# difftest_int_delayed_update_sched

difftest_int_delayed_update_sched/registers.png
Other sequential cells in the stronger gray, the rest of the logic in the fainter gray.
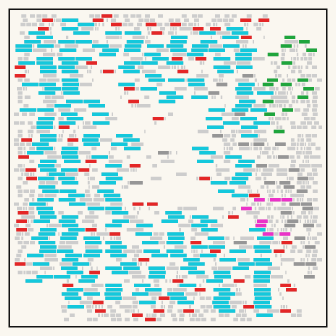

$ cat src/rtl/difftest_int_delayed_update_sched.sv
// Delayed integer writeback scheduler: round-robin collects requester events,
// drops x0 writes, buffers the rest and emits one numbered event per cycle.
module difftest_int_delayed_update_sched #(
  parameter int unsigned NUM_REQ    = 2,
  parameter int unsigned FIFO_DEPTH = 4
) (
  input  logic                          clock,
  input  logic                          reset,
  input  logic [NUM_REQ-1:0]            req_valid,
  output logic [NUM_REQ-1:0]            req_ready,
  input  logic [5*NUM_REQ-1:0]          req_address,
  input  logic [64*NUM_REQ-1:0]         req_data,
  input  logic [NUM_REQ-1:0]            req_nack,
  input  logic [7:0]                    io_coreid,
  input  logic                          sink_stall,
  output logic                          out_enable,
  output logic [4:0]                    out_address,
  output logic [63:0]                   out_data,
  output logic                          out_nack,
  output logic [7:0]                    out_coreid,
  output logic [7:0]                    out_index,
  output logic [$clog2(FIFO_DEPTH):0]   occupancy,
  output logic [15:0]                   x0_drop_cnt
);

  localparam int unsigned PTR_W = $clog2(NUM_REQ);
  localparam int unsigned AW    = $clog2(FIFO_DEPTH);
  localparam int unsigned CNT_W = AW + 1;

  typedef struct packed {
    logic [4:0]  address;
    logic [63:0] data;
    logic        nack;
  } event_t;

  event_t             mem [FIFO_DEPTH];
  logic [AW-1:0]      wr_ptr;
  logic [AW-1:0]      rd_ptr;
  logic [CNT_W-1:0]   count;
  logic [PTR_W-1:0]   last_grant;
  logic [7:0]         index_cnt;

  logic               not_full;
  logic [NUM_REQ-1:0] eligible;
  logic               grant_found;
  logic [PTR_W-1:0]   grant_idx;
  event_t             grant_ev;
  logic               grant_x0;
  logic               push;
  logic               pop;

  // x0 events never occupy a slot, so they stay eligible while full
  always_comb begin
    not_full = count < CNT_W'(FIFO_DEPTH);
    for (int i = 0; i < int'(NUM_REQ); i++) begin
      eligible[i] = req_valid[i] && (not_full || req_address[5*i +: 5] == 5'd0);
    end
  end

  // Search upward from the requester after the last grant, wrapping
  always_comb begin
    int unsigned cand;
    cand        = 0;
    grant_found = 1'b0;
    grant_idx   = '0;
    for (int unsigned k = 0; k < NUM_REQ; k++) begin
      cand = (32'(last_grant) + 32'd1 + k) % NUM_REQ;
      if (!grant_found && eligible[PTR_W'(cand)]) begin
        grant_found = 1'b1;
        grant_idx   = PTR_W'(cand);
      end
    end
  end

  always_comb begin
    grant_ev.address = req_address[5*int'(grant_idx) +: 5];
    grant_ev.data    = req_data[64*int'(grant_idx) +: 64];
    grant_ev.nack    = req_nack[grant_idx];
    grant_x0         = grant_ev.address == 5'd0;
    push             = grant_found && !grant_x0;
    pop              = (count != '0) && !sink_stall;
    for (int i = 0; i < int'(NUM_REQ); i++) begin
      req_ready[i] = grant_found && (grant_idx == PTR_W'(i));
    end
  end

  assign occupancy = count;

  always_ff @(posedge clock) begin
    if (push) begin
      mem[wr_ptr] <= grant_ev;
    end
  end

  always_ff @(posedge clock) begin
    if (reset) begin
      wr_ptr      <= '0;
      rd_ptr      <= '0;
      count       <= '0;
      last_grant  <= PTR_W'(NUM_REQ - 1);
      index_cnt   <= '0;
      x0_drop_cnt <= '0;
      out_enable  <= 1'b0;
      out_address <= '0;
      out_data    <= '0;
      out_nack    <= 1'b0;
      out_coreid  <= '0;
      out_index   <= '0;
    end else begin
      count <= count + CNT_W'(push) - CNT_W'(pop);
      if (grant_found) begin
        last_grant <= grant_idx;
      end
      if (push) begin
        wr_ptr <= wr_ptr + AW'(1);
      end
      if (grant_found && grant_x0 && x0_drop_cnt != 16'hFFFF) begin
        x0_drop_cnt <= x0_drop_cnt + 16'd1;
      end
      out_enable <= pop;
      // Payload fields hold their last values when nothing is emitted
      if (pop) begin
        rd_ptr      <= rd_ptr + AW'(1);
        out_address <= mem[rd_ptr].address;
        out_data    <= mem[rd_ptr].data;
        out_nack    <= mem[rd_ptr].nack;
        out_coreid  <= io_coreid;
        out_index   <= index_cnt;
        index_cnt   <= index_cnt + 8'd1;
      end
    end
  end

endmodule
$ cat config.mk
export PLATFORM = sky130hd
export DESIGN_NAME = difftest_int_delayed_update_sched
export DESIGN_NICKNAME = d
export VERILOG_FILES = /design/src/rtl/difftest_int_delayed_update_sched.sv
export SDC_FILE = /design/constraint.sdc
export NUM_CORES = 1
export LEC_CHECK = 0
export CAP_MARGIN = 20
export CORE_MARGIN = 2
export CORE_UTILIZATION = 40
export DETAILED_ROUTE_END_ITERATION = 12
export GPL_TIMING_DRIVEN = 1
export PLACE_DENSITY = 0.62
export SLEW_MARGIN = 25
export SYNTH_ARGS = -nofsm -noshare
export SYNTH_HDL_FRONTEND = slang
export SYNTH_SLANG_ARGS = --single-unit
$ cat constraint.sdc
create_clock -name clock -period 3.7 [get_ports clock]
set_input_delay 0.74 -clock clock [delete_from_list [all_inputs] [get_ports clock]]
set_output_delay 0.74 -clock clock [all_outputs]
set_load 0.05 [all_outputs]
# unified_mem_arbiter

===== config.mk =====
export PLATFORM = sky130hd
export DESIGN_NAME = unified_mem_arbiter
export DESIGN_NICKNAME = d
export VERILOG_FILES = /design/src/rtl/unified_mem_arbiter.sv
export SDC_FILE = /design/constraint.sdc
export NUM_CORES = 1
export LEC_CHECK = 0
export CORE_UTILIZATION = 45
export CTS_BUF_LIST = sky130_fd_sc_hd__clkbuf_8
export CTS_CLUSTER_DIAMETER = 60
export DETAILED_ROUTE_END_ITERATION = 10
export DONT_BUFFER_PORTS = 1
export GPL_TIMING_DRIVEN = 0
export PLACE_DENSITY = 0.69
export SYNTH_ARGS = -nofsm -noshare
export SYNTH_HDL_FRONTEND = slang
export SYNTH_SLANG_ARGS = --single-unit
export TNS_END_PERCENT = 1

===== constraint.sdc =====
create_clock -name clk -period 2.14 [get_ports clk]
set_input_delay 0.321 -clock clk [delete_from_list [all_inputs] [get_ports clk]]
set_output_delay 0.321 -clock clk [all_outputs]
set_load 0.03 [all_outputs]

===== src/rtl/unified_mem_arbiter.sv =====
// Shares one variable-latency memory between fetch and data; rdy pulses 2+ cycles after the request is seen.
// Requesters are held by level until their rdy pulse; data/fetch alternate under contention; hlt stalls grants.
module unified_mem_arbiter #(
  parameter int ADDR_W  = 16,
  parameter int DATA_W  = 16,
  parameter int TIMEOUT = 15
) (
  input  logic              clk,
  input  logic              rst_n,
  input  logic              if_req,
  input  logic [ADDR_W-1:0] if_addr,
  output logic              if_rdy,
  output logic [DATA_W-1:0] if_data,
  input  logic              d_rd,
  input  logic              d_wr,
  input  logic [ADDR_W-1:0] d_addr,
  input  logic [DATA_W-1:0] d_wrData,
  output logic              d_rdy,
  output logic [DATA_W-1:0] d_rdData,
  input  logic              flush,
  input  logic              hlt,
  output logic              mem_en,
  output logic              mem_we,
  output logic [ADDR_W-1:0] mem_addr,
  output logic [DATA_W-1:0] mem_wdata,
  input  logic [DATA_W-1:0] mem_rdata,
  input  logic              mem_ack,
  output logic              err
);

  typedef enum logic [1:0] {IDLE, FETCH, DATA} state_t;

  localparam logic [7:0] TMO_LAST = 8'(TIMEOUT - 1);

  state_t      state;
  logic        last_d;
  logic        drop_if;
  logic [7:0]  tcnt;

  logic        if_elig;
  logic        d_elig;
  logic        fetch_ok;
  logic        grant_d;
  logic        grant_f;
  logic        tmo;
  logic        done;
  logic [DATA_W-1:0] rd_val;

  // A requester whose rdy is high this cycle is still holding the old level.
  always_comb begin
    if_elig  = if_req && !if_rdy;
    d_elig   = (d_rd || d_wr) && !d_rdy;
    fetch_ok = if_elig && !flush;
    grant_d  = (state == IDLE) && !hlt && d_elig && (!fetch_ok || !last_d);
    grant_f  = (state == IDLE) && !hlt && fetch_ok && !grant_d;
    tmo      = !mem_ack && (tcnt == TMO_LAST);
    done     = (state != IDLE) && (mem_ack || tmo);
    rd_val   = tmo ? {DATA_W{1'b1}} : mem_rdata;
  end

  always_ff @(posedge clk or negedge rst_n) begin
    if (!rst_n) begin
      state     <= IDLE;
      last_d    <= 1'b0;
      drop_if   <= 1'b0;
      tcnt      <= '0;
      if_rdy    <= 1'b0;
      if_data   <= '0;
      d_rdy     <= 1'b0;
      d_rdData  <= '0;
      mem_en    <= 1'b0;
      mem_we    <= 1'b0;
      mem_addr  <= '0;
      mem_wdata <= '0;
      err       <= 1'b0;
    end else begin
      if_rdy <= 1'b0;
      d_rdy  <= 1'b0;
      case (state)
        IDLE: begin
          tcnt <= '0;
          if (grant_d) begin
            state     <= DATA;
            last_d    <= 1'b1;
            mem_en    <= 1'b1;
            mem_we    <= d_wr;
            mem_addr  <= d_addr;
            mem_wdata <= d_wrData;
          end else if (grant_f) begin
            state     <= FETCH;
            last_d    <= 1'b0;
            mem_en    <= 1'b1;
            mem_we    <= 1'b0;
            mem_addr  <= if_addr;
            mem_wdata <= '0;
          end
        end
        FETCH: begin
          if (done) begin
            state   <= IDLE;
            mem_en  <= 1'b0;
            mem_we  <= 1'b0;
            tcnt    <= '0;
            drop_if <= 1'b0;
            if (tmo) err <= 1'b1;
            // A flush landing on the completion cycle still kills the fetch.
            if (!(drop_if || flush)) begin
              if_rdy  <= 1'b1;
              if_data <= rd_val;
            end
          end else begin
            tcnt <= tcnt + 8'd1;
            if (flush) drop_if <= 1'b1;
          end
        end
        DATA: begin
          if (done) begin
            state  <= IDLE;
            mem_en <= 1'b0;
            mem_we <= 1'b0;
            tcnt   <= '0;
            d_rdy  <= 1'b1;
            if (tmo) err <= 1'b1;
            if (!mem_we) d_rdData <= rd_val;
          end else begin
            tcnt <= tcnt + 8'd1;
          end
        end
        default: state <= IDLE;
      endcase
    end
  end

endmodule


difftest_int_delayed_update_sched/final_congestion.png
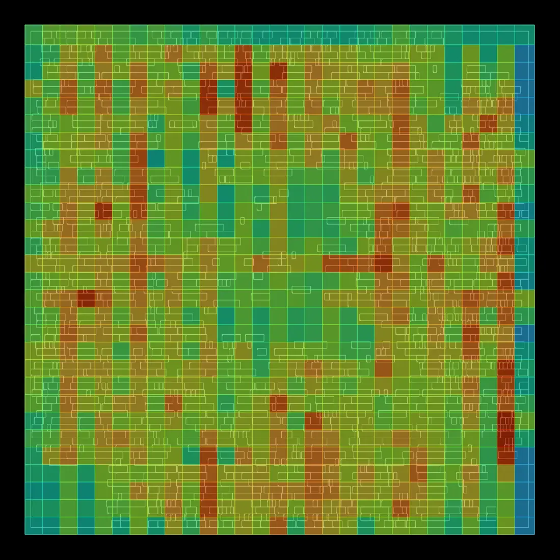
aggregate global-route resource usage: 0.1798
busiest grt layer: met2
post-layout util: 0.5242
met1 Track Usage GR: 0.2307

About difftest_int_delayed_update_sched/registers.png:
legend:
  `x0_drop_cnt`:
    color: green
    flops: 16
    where: upper right
  `index_cnt`:
    color: magenta
    flops: 8
  `mem`:
    color: cyan
    flops: 280
    where: spread over the die
  `out_data`:
    color: red
    flops: 64
    where: spread over the die
not colored: 31
Seq/total area: 0.5355
P_seq: 6060 uW

==> impl_metrics.yaml, difftest_int_delayed_update_sched <==
# physical design summary
place:
  dp.cells: 1748
  io_buffers: 260
job:
  warnings: 29
synthesis:
  postSynthAreaPerCell_um2: 15.27
  fp_nets: 1179
  ys_sh_aoi: 0.04449
sta:
  setup_viol: 0
  grt_setup_unrepaired: "no"
  finalCritPeriodShare: 0.8769
worst_setup_path:
  reg2reg_setup_slack_ps: 1210
  worstSetupEndpointType: "primary output"
  rr_startpoint: "occupancy[2]$_SDFF_PP0_"
  max_stage_delay_ps: 580
  worstSetupPathType: "in -> out"
  cp-start-kind: "primary input"
  reg2regPathDepth: 11
die:
  core_mm2: 0.03847
  fp_util: 0.4036
  io_pins: 261
  rows: 72
clocking:
  cts_tree: "done"
  postCtsSetupRepairBufs: 0
  postCtsHoldBufs: 0
  clock_sinks: 399
power:
  power_leakage_uw: 0.006522
  switching_share: 0.3070
  p_clk_frac: 0.290
detailed_routing:
  drtAntennaViolNets: 0
  wl_per_cell_um: 19.82
final_layout:
  syn2layout_area_growth_pct: 29.88
run_status:
  status: "completed"
[difftest_int_delayed_update_sched: metal layers]
metal	vias to the layer above	track usage	wire, um	share of wire
li1	4342	-	-	-
met1	4685	0.2307	15760	0.44
met3	50	0.04740	2338	0.065
met2	246	0.3000	17440	0.48
met4	0	0.05423	670	0.019
met5	-	0	0	0
[difftest_int_delayed_update_sched: final cells by class]
| type | count | area share |
|---|---|---|
| antenna | 1 | 0.0001241 |
| clock buffer | 66 | 0.06224 |
| clock inverter | 12 | 0.005213 |
| inverter | 10 | 0.001986 |
| multi-input combinational | 545 | 0.2207 |
| sequential | 399 | 0.5355 |
| tap | 518 | 0.03214 |
| timing repair buffer | 276 | 0.1421 |
[difftest_int_delayed_update_sched: sequential cells by signal (all words and copies together), names as in the netlist, 3 cells and up]
signal / count
mem: 280
out_data: 64
x0_drop_cnt: 16
index_cnt: 8
out_coreid: 8
out_index: 8
out_address: 5
occupancy: 3
[difftest_int_delayed_update_sched: per-stage QoR]
stage | util | instance area (um^2)
finish | 0.5242 | 20160
global route | 0.5241 | 20160
CTS | 0.5241 | 20160
detailed placement | 0.4887 | 18800
global placement | 0.4887 | 18800
floorplan | - | 15520
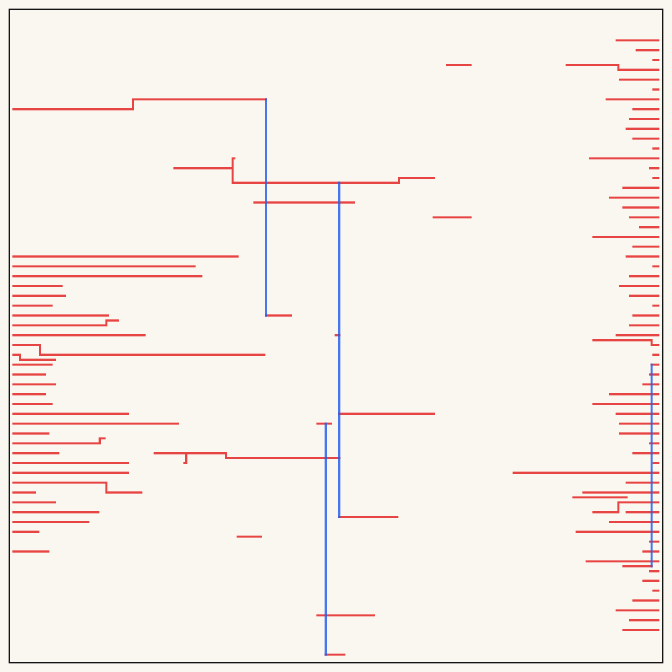
unified_mem_arbiter/metal_stack.png
Only two layers are drawn.
legend:
  met4:
    color: blue
    wire_length: 136 um
  met3:
    color: red
    wire_length: 830 um
aggregate global-route resource usage: 0.1992
Routed Wire Length: 7676 um
Vias: 2,373
routed len/inst: 18.41 um

==> impl_metrics.yaml, unified_mem_arbiter <==
# physical design summary
run_status:
  status: "finished with violations"
  violations: "negative hold slack"
synthesis:
  area_leaders: "dfrtp_1 58%, nand2_1 5.7%, mux2i_1 4.6%"
  synthArstFlopShare: 1.000
worst_setup_path:
  max_stage_delay_ps: 410
  worstSetupEndpointType: "register"
  reg2regPathDepth: 7
  r2r-end: "if_data[11]$_DFFE_PN0P_"
job:
  maxCapViolCount: 0
power:
  peakVddDrop_uv: 760.6
final_layout:
  lay_top_cells: "81 x dfrtp_1, 53 x nand2_1, 32 x o21ai_0"
place:
  gp_congestion: 0.7803
sta:
  holdWs_ps: -341.3
  hold_viol: 81
detailed_routing:
  wl_met2_um: 3454
global_route:
  grt_pass1_wl_um: 12580
## unified_mem_arbiter: power by group
part | internal, uW | switching [uW]
Sequential | 2160 | 1710
Clock | 528 | 535
Combinational | 612 | 582
## unified_mem_arbiter: metal layers
layer / vias up / global-route usage
met3: 11 / 0.08799
met1: 1145 / 0.2514
met2: 118 / 0.3022
li1: 1099 / -
met5: - / 0
met4: 0 / 0.07392
## unified_mem_arbiter: cells in the mapped netlist (2+ instances only)
master    count
a21o_1        3
a21oi_1       4
a22o_1        3
buf_2         5
buf_4         2
buf_6         4
clkbuf_1      7
dfrtp_1      81
ha_1          6
inv_1         5
mux2i_1      16
nand2_1      53
nand3_1       6
nand3b_1      3
nor2_1        9
nor2b_1       2
nor3_1        2
o21ai_0      32
o21ai_1       2
o22a_1       16
o22a_2       16
xor2_1        3
## unified_mem_arbiter: timing repair
action,in CTS,in global routing
hold endpoints to repair,81,81
gates resized,0,11
buffers inserted,0,1
setup endpoints to repair,0,53
## unified_mem_arbiter: layout make-up
type                    instances  area share
flip-flops and latches         81      0.5298
multi-input cells             198      0.3515
clock buffers                   9     0.03237
well taps                      99     0.03237
plain buffers                  18     0.03074
clock inverters                 6     0.01635
inverters                       5    0.004905
repair buffers                  1    0.001962

# pwm_duty_decoder

### src/rtl/pwm_duty_decoder.sv
// pwm_duty_decoder
//   Recovers the duty code carried by one PWM line. Frames are measured
//   rising edge to rising edge on the synchronised line. A frame whose period
//   is within tolerance reports its high-cycle count as the duty code. A line
//   with no rising edge for 2*PERIOD cycles is flagged as stuck.
//
// Ports
//   clk          system clock
//   rst          asynchronous, active-high reset
//   pwm_in       PWM line, asynchronous to clk
//   duty         last recovered duty code
//   duty_valid   1-cycle pulse when duty is (re)written
//   period_err   1-cycle pulse when a frame period is out of tolerance
//   stuck        level, no rising edge seen for 2*PERIOD cycles
//   stuck_level  synchronised line level while stuck, 0 otherwise
//
// state      | meaning
// -----------+------------------------------------------------------------
// ST_IDLE    | after reset, waiting for the first rise (first frame partial)
// ST_MEASURE | measuring frames, each rise closes and reports one frame
// ST_STUCK   | no rise for 2*PERIOD cycles, duty mirrors the static level

module pwm_duty_decoder #(
  parameter int unsigned DUTY_W      = 3,
  parameter int unsigned PERIOD      = 8,
  parameter int unsigned TOL         = 1,
  parameter int unsigned SYNC_STAGES = 2
) (
  input  logic              clk,
  input  logic              rst,
  input  logic              pwm_in,
  output logic [DUTY_W-1:0] duty,
  output logic              duty_valid,
  output logic              period_err,
  output logic              stuck,
  output logic              stuck_level
);

  localparam int unsigned CNT_W = $clog2(2 * PERIOD + 1);
  localparam logic [CNT_W-1:0] CNT_MAX  = CNT_W'(2 * PERIOD);
  localparam logic [CNT_W-1:0] P_MIN    = CNT_W'(PERIOD - TOL);
  localparam logic [CNT_W-1:0] P_MAX    = CNT_W'(PERIOD + TOL);
  localparam logic [CNT_W-1:0] CODE_MAX = CNT_W'(2 ** DUTY_W - 1);

  typedef enum logic [1:0] {
    ST_IDLE    = 2'd0,
    ST_MEASURE = 2'd1,
    ST_STUCK   = 2'd2
  } state_t;

  // Synchroniser and edge detect
  logic [SYNC_STAGES-1:0] sync_q, sync_d;
  logic                   s_d_q, s_d_d;
  logic                   s, rise, fall;

  always_comb begin
    sync_d = {sync_q[SYNC_STAGES-2:0], pwm_in};
    s      = sync_q[SYNC_STAGES-1];
    s_d_d  = s;
    rise   = s & ~s_d_q;
    fall   = ~s & s_d_q;
  end

  // Period and high-time counters; both saturate at 2*PERIOD so that a
  // dead line keeps pcnt parked at the timeout value.
  logic [CNT_W-1:0] pcnt_q, pcnt_d;
  logic [CNT_W-1:0] hcnt_q, hcnt_d;

  always_comb begin
    pcnt_d = pcnt_q;
    hcnt_d = hcnt_q;
    if (rise) begin
      pcnt_d = CNT_W'(1);
      hcnt_d = CNT_W'(1);
    end else begin
      if (pcnt_q != CNT_MAX) pcnt_d = pcnt_q + CNT_W'(1);
      if (s && (hcnt_q != CNT_MAX)) hcnt_d = hcnt_q + CNT_W'(1);
    end
  end

  always_ff @(posedge clk or posedge rst) begin
    if (rst) begin
      sync_q <= '0;
      s_d_q  <= 1'b0;
      pcnt_q <= '0;
      hcnt_q <= '0;
    end else begin
      sync_q <= sync_d;
      s_d_q  <= s_d_d;
      pcnt_q <= pcnt_d;
      hcnt_q <= hcnt_d;
    end
  end

  // Frame evaluation uses the counts as they stand in the closing rise cycle,
  // before they are cleared.
  logic              in_tol;
  logic [DUTY_W-1:0] code_meas;
  logic              timeout;

  always_comb begin
    in_tol    = (pcnt_q >= P_MIN) && (pcnt_q <= P_MAX);
    code_meas = (hcnt_q > CODE_MAX) ? '1 : hcnt_q[DUTY_W-1:0];
    timeout   = (pcnt_q == CNT_MAX);
  end

  // FSM with registered outputs
  state_t            state_q;
  logic [DUTY_W-1:0] duty_q;
  logic              duty_valid_q;
  logic              period_err_q;
  logic              stuck_q;
  logic              stuck_level_q;

  always_ff @(posedge clk or posedge rst) begin
    if (rst) begin
      state_q       <= ST_IDLE;
      duty_q        <= '0;
      duty_valid_q  <= 1'b0;
      period_err_q  <= 1'b0;
      stuck_q       <= 1'b0;
      stuck_level_q <= 1'b0;
    end else begin
      duty_valid_q <= 1'b0;
      period_err_q <= 1'b0;
      if (rise) begin
        // Only a rise inside MEASURE closes a complete frame.
        if (state_q == ST_MEASURE) begin
          if (in_tol) begin
            duty_q       <= code_meas;
            duty_valid_q <= 1'b1;
          end else begin
            period_err_q <= 1'b1;
          end
        end
        state_q       <= ST_MEASURE;
        stuck_q       <= 1'b0;
        stuck_level_q <= 1'b0;
      end else if (state_q == ST_STUCK) begin
        if (fall) begin
          stuck_level_q <= 1'b0;
          duty_q        <= '0;
          duty_valid_q  <= 1'b1;
        end
      end else if (timeout) begin
        state_q       <= ST_STUCK;
        stuck_q       <= 1'b1;
        stuck_level_q <= s;
        duty_q        <= s ? '1 : '0;
        duty_valid_q  <= 1'b1;
      end
    end
  end

  assign duty        = duty_q;
  assign duty_valid  = duty_valid_q;
  assign period_err  = period_err_q;
  assign stuck       = stuck_q;
  assign stuck_level = stuck_level_q;

endmodule

### config.mk
export PLATFORM = sky130hd
export DESIGN_NAME = pwm_duty_decoder
export DESIGN_NICKNAME = d
export VERILOG_FILES = /design/src/rtl/pwm_duty_decoder.sv
export SDC_FILE = /design/constraint.sdc
export NUM_CORES = 1
export LEC_CHECK = 0
export CORE_MARGIN = 2
export CORE_UTILIZATION = 35
export DETAILED_ROUTE_END_ITERATION = 8
export GPL_TIMING_DRIVEN = 0
export PLACE_DENSITY_LB_ADDON = 0.08
export SLEW_MARGIN = 20
export SYNTH_ARGS = -nofsm -noshare
export SYNTH_HDL_FRONTEND = slang
export SYNTH_SLANG_ARGS = --single-unit
### constraint.sdc
create_clock -name clk -period 2.6 [get_ports clk]
set_input_delay 0.39 -clock clk [delete_from_list [all_inputs] [get_ports clk]]
set_output_delay 0.39 -clock clk [all_outputs]
set_load 0.005 [all_outputs]
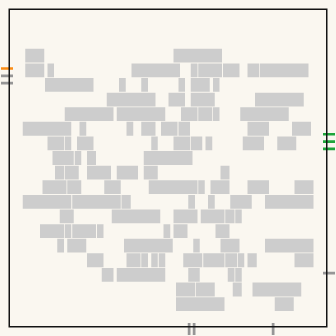
pwm_duty_decoder/pins.png
Pins as bars across the die edge, other pins in gray.
legend:
  `pwm_in`:
    color: orange
    pins: 1
    direction: input
    edge: left
  `duty`:
    color: green
    pins: 3
    direction: output
    edge: right
all pins by edge: 4 right, 3 left, 3 bottom
PortBufs: 9
Die Wd: 58.83 um
chip height: 58.83 um

==> impl_metrics.yaml <==
# physical design summary
worst_setup_path:
  path_buffers: 1
  crit_arrival_ps: 2080
  rr_startpoint: "pcnt_q[1]$_DFFE_PP0P_"
  reg2reg_setup_slack_ps: 710
  cp-start-kind: "register"
place:
  place_area_mm2: 0.001181
  dpl.hpwl_um: 1317
synthesis:
  postSynthAreaPerCell_um2: 10.96
  ys_cells: 96
  synth_cell_types: 29
  most_common_cell: "dfrtp_1"
  ys_ff: 21
  ys.flop_type: "dfrtp_1"
die:
  core_mm2: 0.002805
  tap_cells: 31
  fp_util: 0.3751
  rows: 19
detailed_routing:
  vias: 714
  drcViolationCount: 1
  drtAntennaViolNets: 0
  drt_pre_antenna_iters: 6
  finalWirelength_um: 1829
power:
  power.group.top: "sequential cells"
  power_frac_comb: 0.326
  powerSeq_uw: 507
  powerClk_uw: 157
  p_sw_uw: 324.0
sta:
  setup_tns_ps: 0
  setup_viol: 0
  drv_slew: 0
  max_freq_ghz: 0.5290
run_status:
  violations: "design-rule violations"
  status: "finished with violations"
clocking:
  postCtsHoldBufs: 0
  htree_num_levels: 1
  worstSkewPairLatency_ps: 300
  ctsResizeCount: 0
final_layout:
  comb_share: 0.3959
  ff_count: 21
  bufAreaShareNonClock: 0.09016
min_path:
  hold_path.startpoint: "sync_q[0]$_DFF_PP0_"
global_route:
  grt_pass1_wl_um: 3056
through the flow:
step / cells / util / worst slack [ps] / total power, uW / hold slack, ps
detailed placement: 136 / 0.4211 / 699.7 / 839.7 / 342.5
global placement: 136 / 0.4211 / 739.6 / 832.8 / 335.3
global route: 140 / 0.4304 / 515.8 / 1060 / 373.5
finish: 140 / 0.4304 / 709.8 / 984.4 / 365.9
CTS: 140 / 0.4304 / 682.0 / 1001 / 369.8
floorplan: 96 / - / 866.6 / 712.5 / 331.2
metal layers:
metal | global-route usage | part of all wire | up-vias
met3 | 0.02637 | 0.023 | 2
met5 | 0 | 0 | -
met2 | 0.1937 | 0.45 | 9
met4 | 0.04870 | 0.0082 | 0
li1 | - | - | 354
met1 | 0.1544 | 0.52 | 349
cell families (layout without fill, tap and decap cells):
logic type	Yosys count	count (layout)	share of synthesized area
AOI/OAI and AO/OA	13	13	0.1141
xor gates and xnor gates	8	8	0.06659
adders and majority gates	7	7	0.08323
buffers and inverters	11	24	0.04638
DFF	21	21	0.4994
muxes	4	4	0.03924
and+or+nand+nor	32	32	0.1510

No activity file was given, so power comes from the tool's default toggle rates.
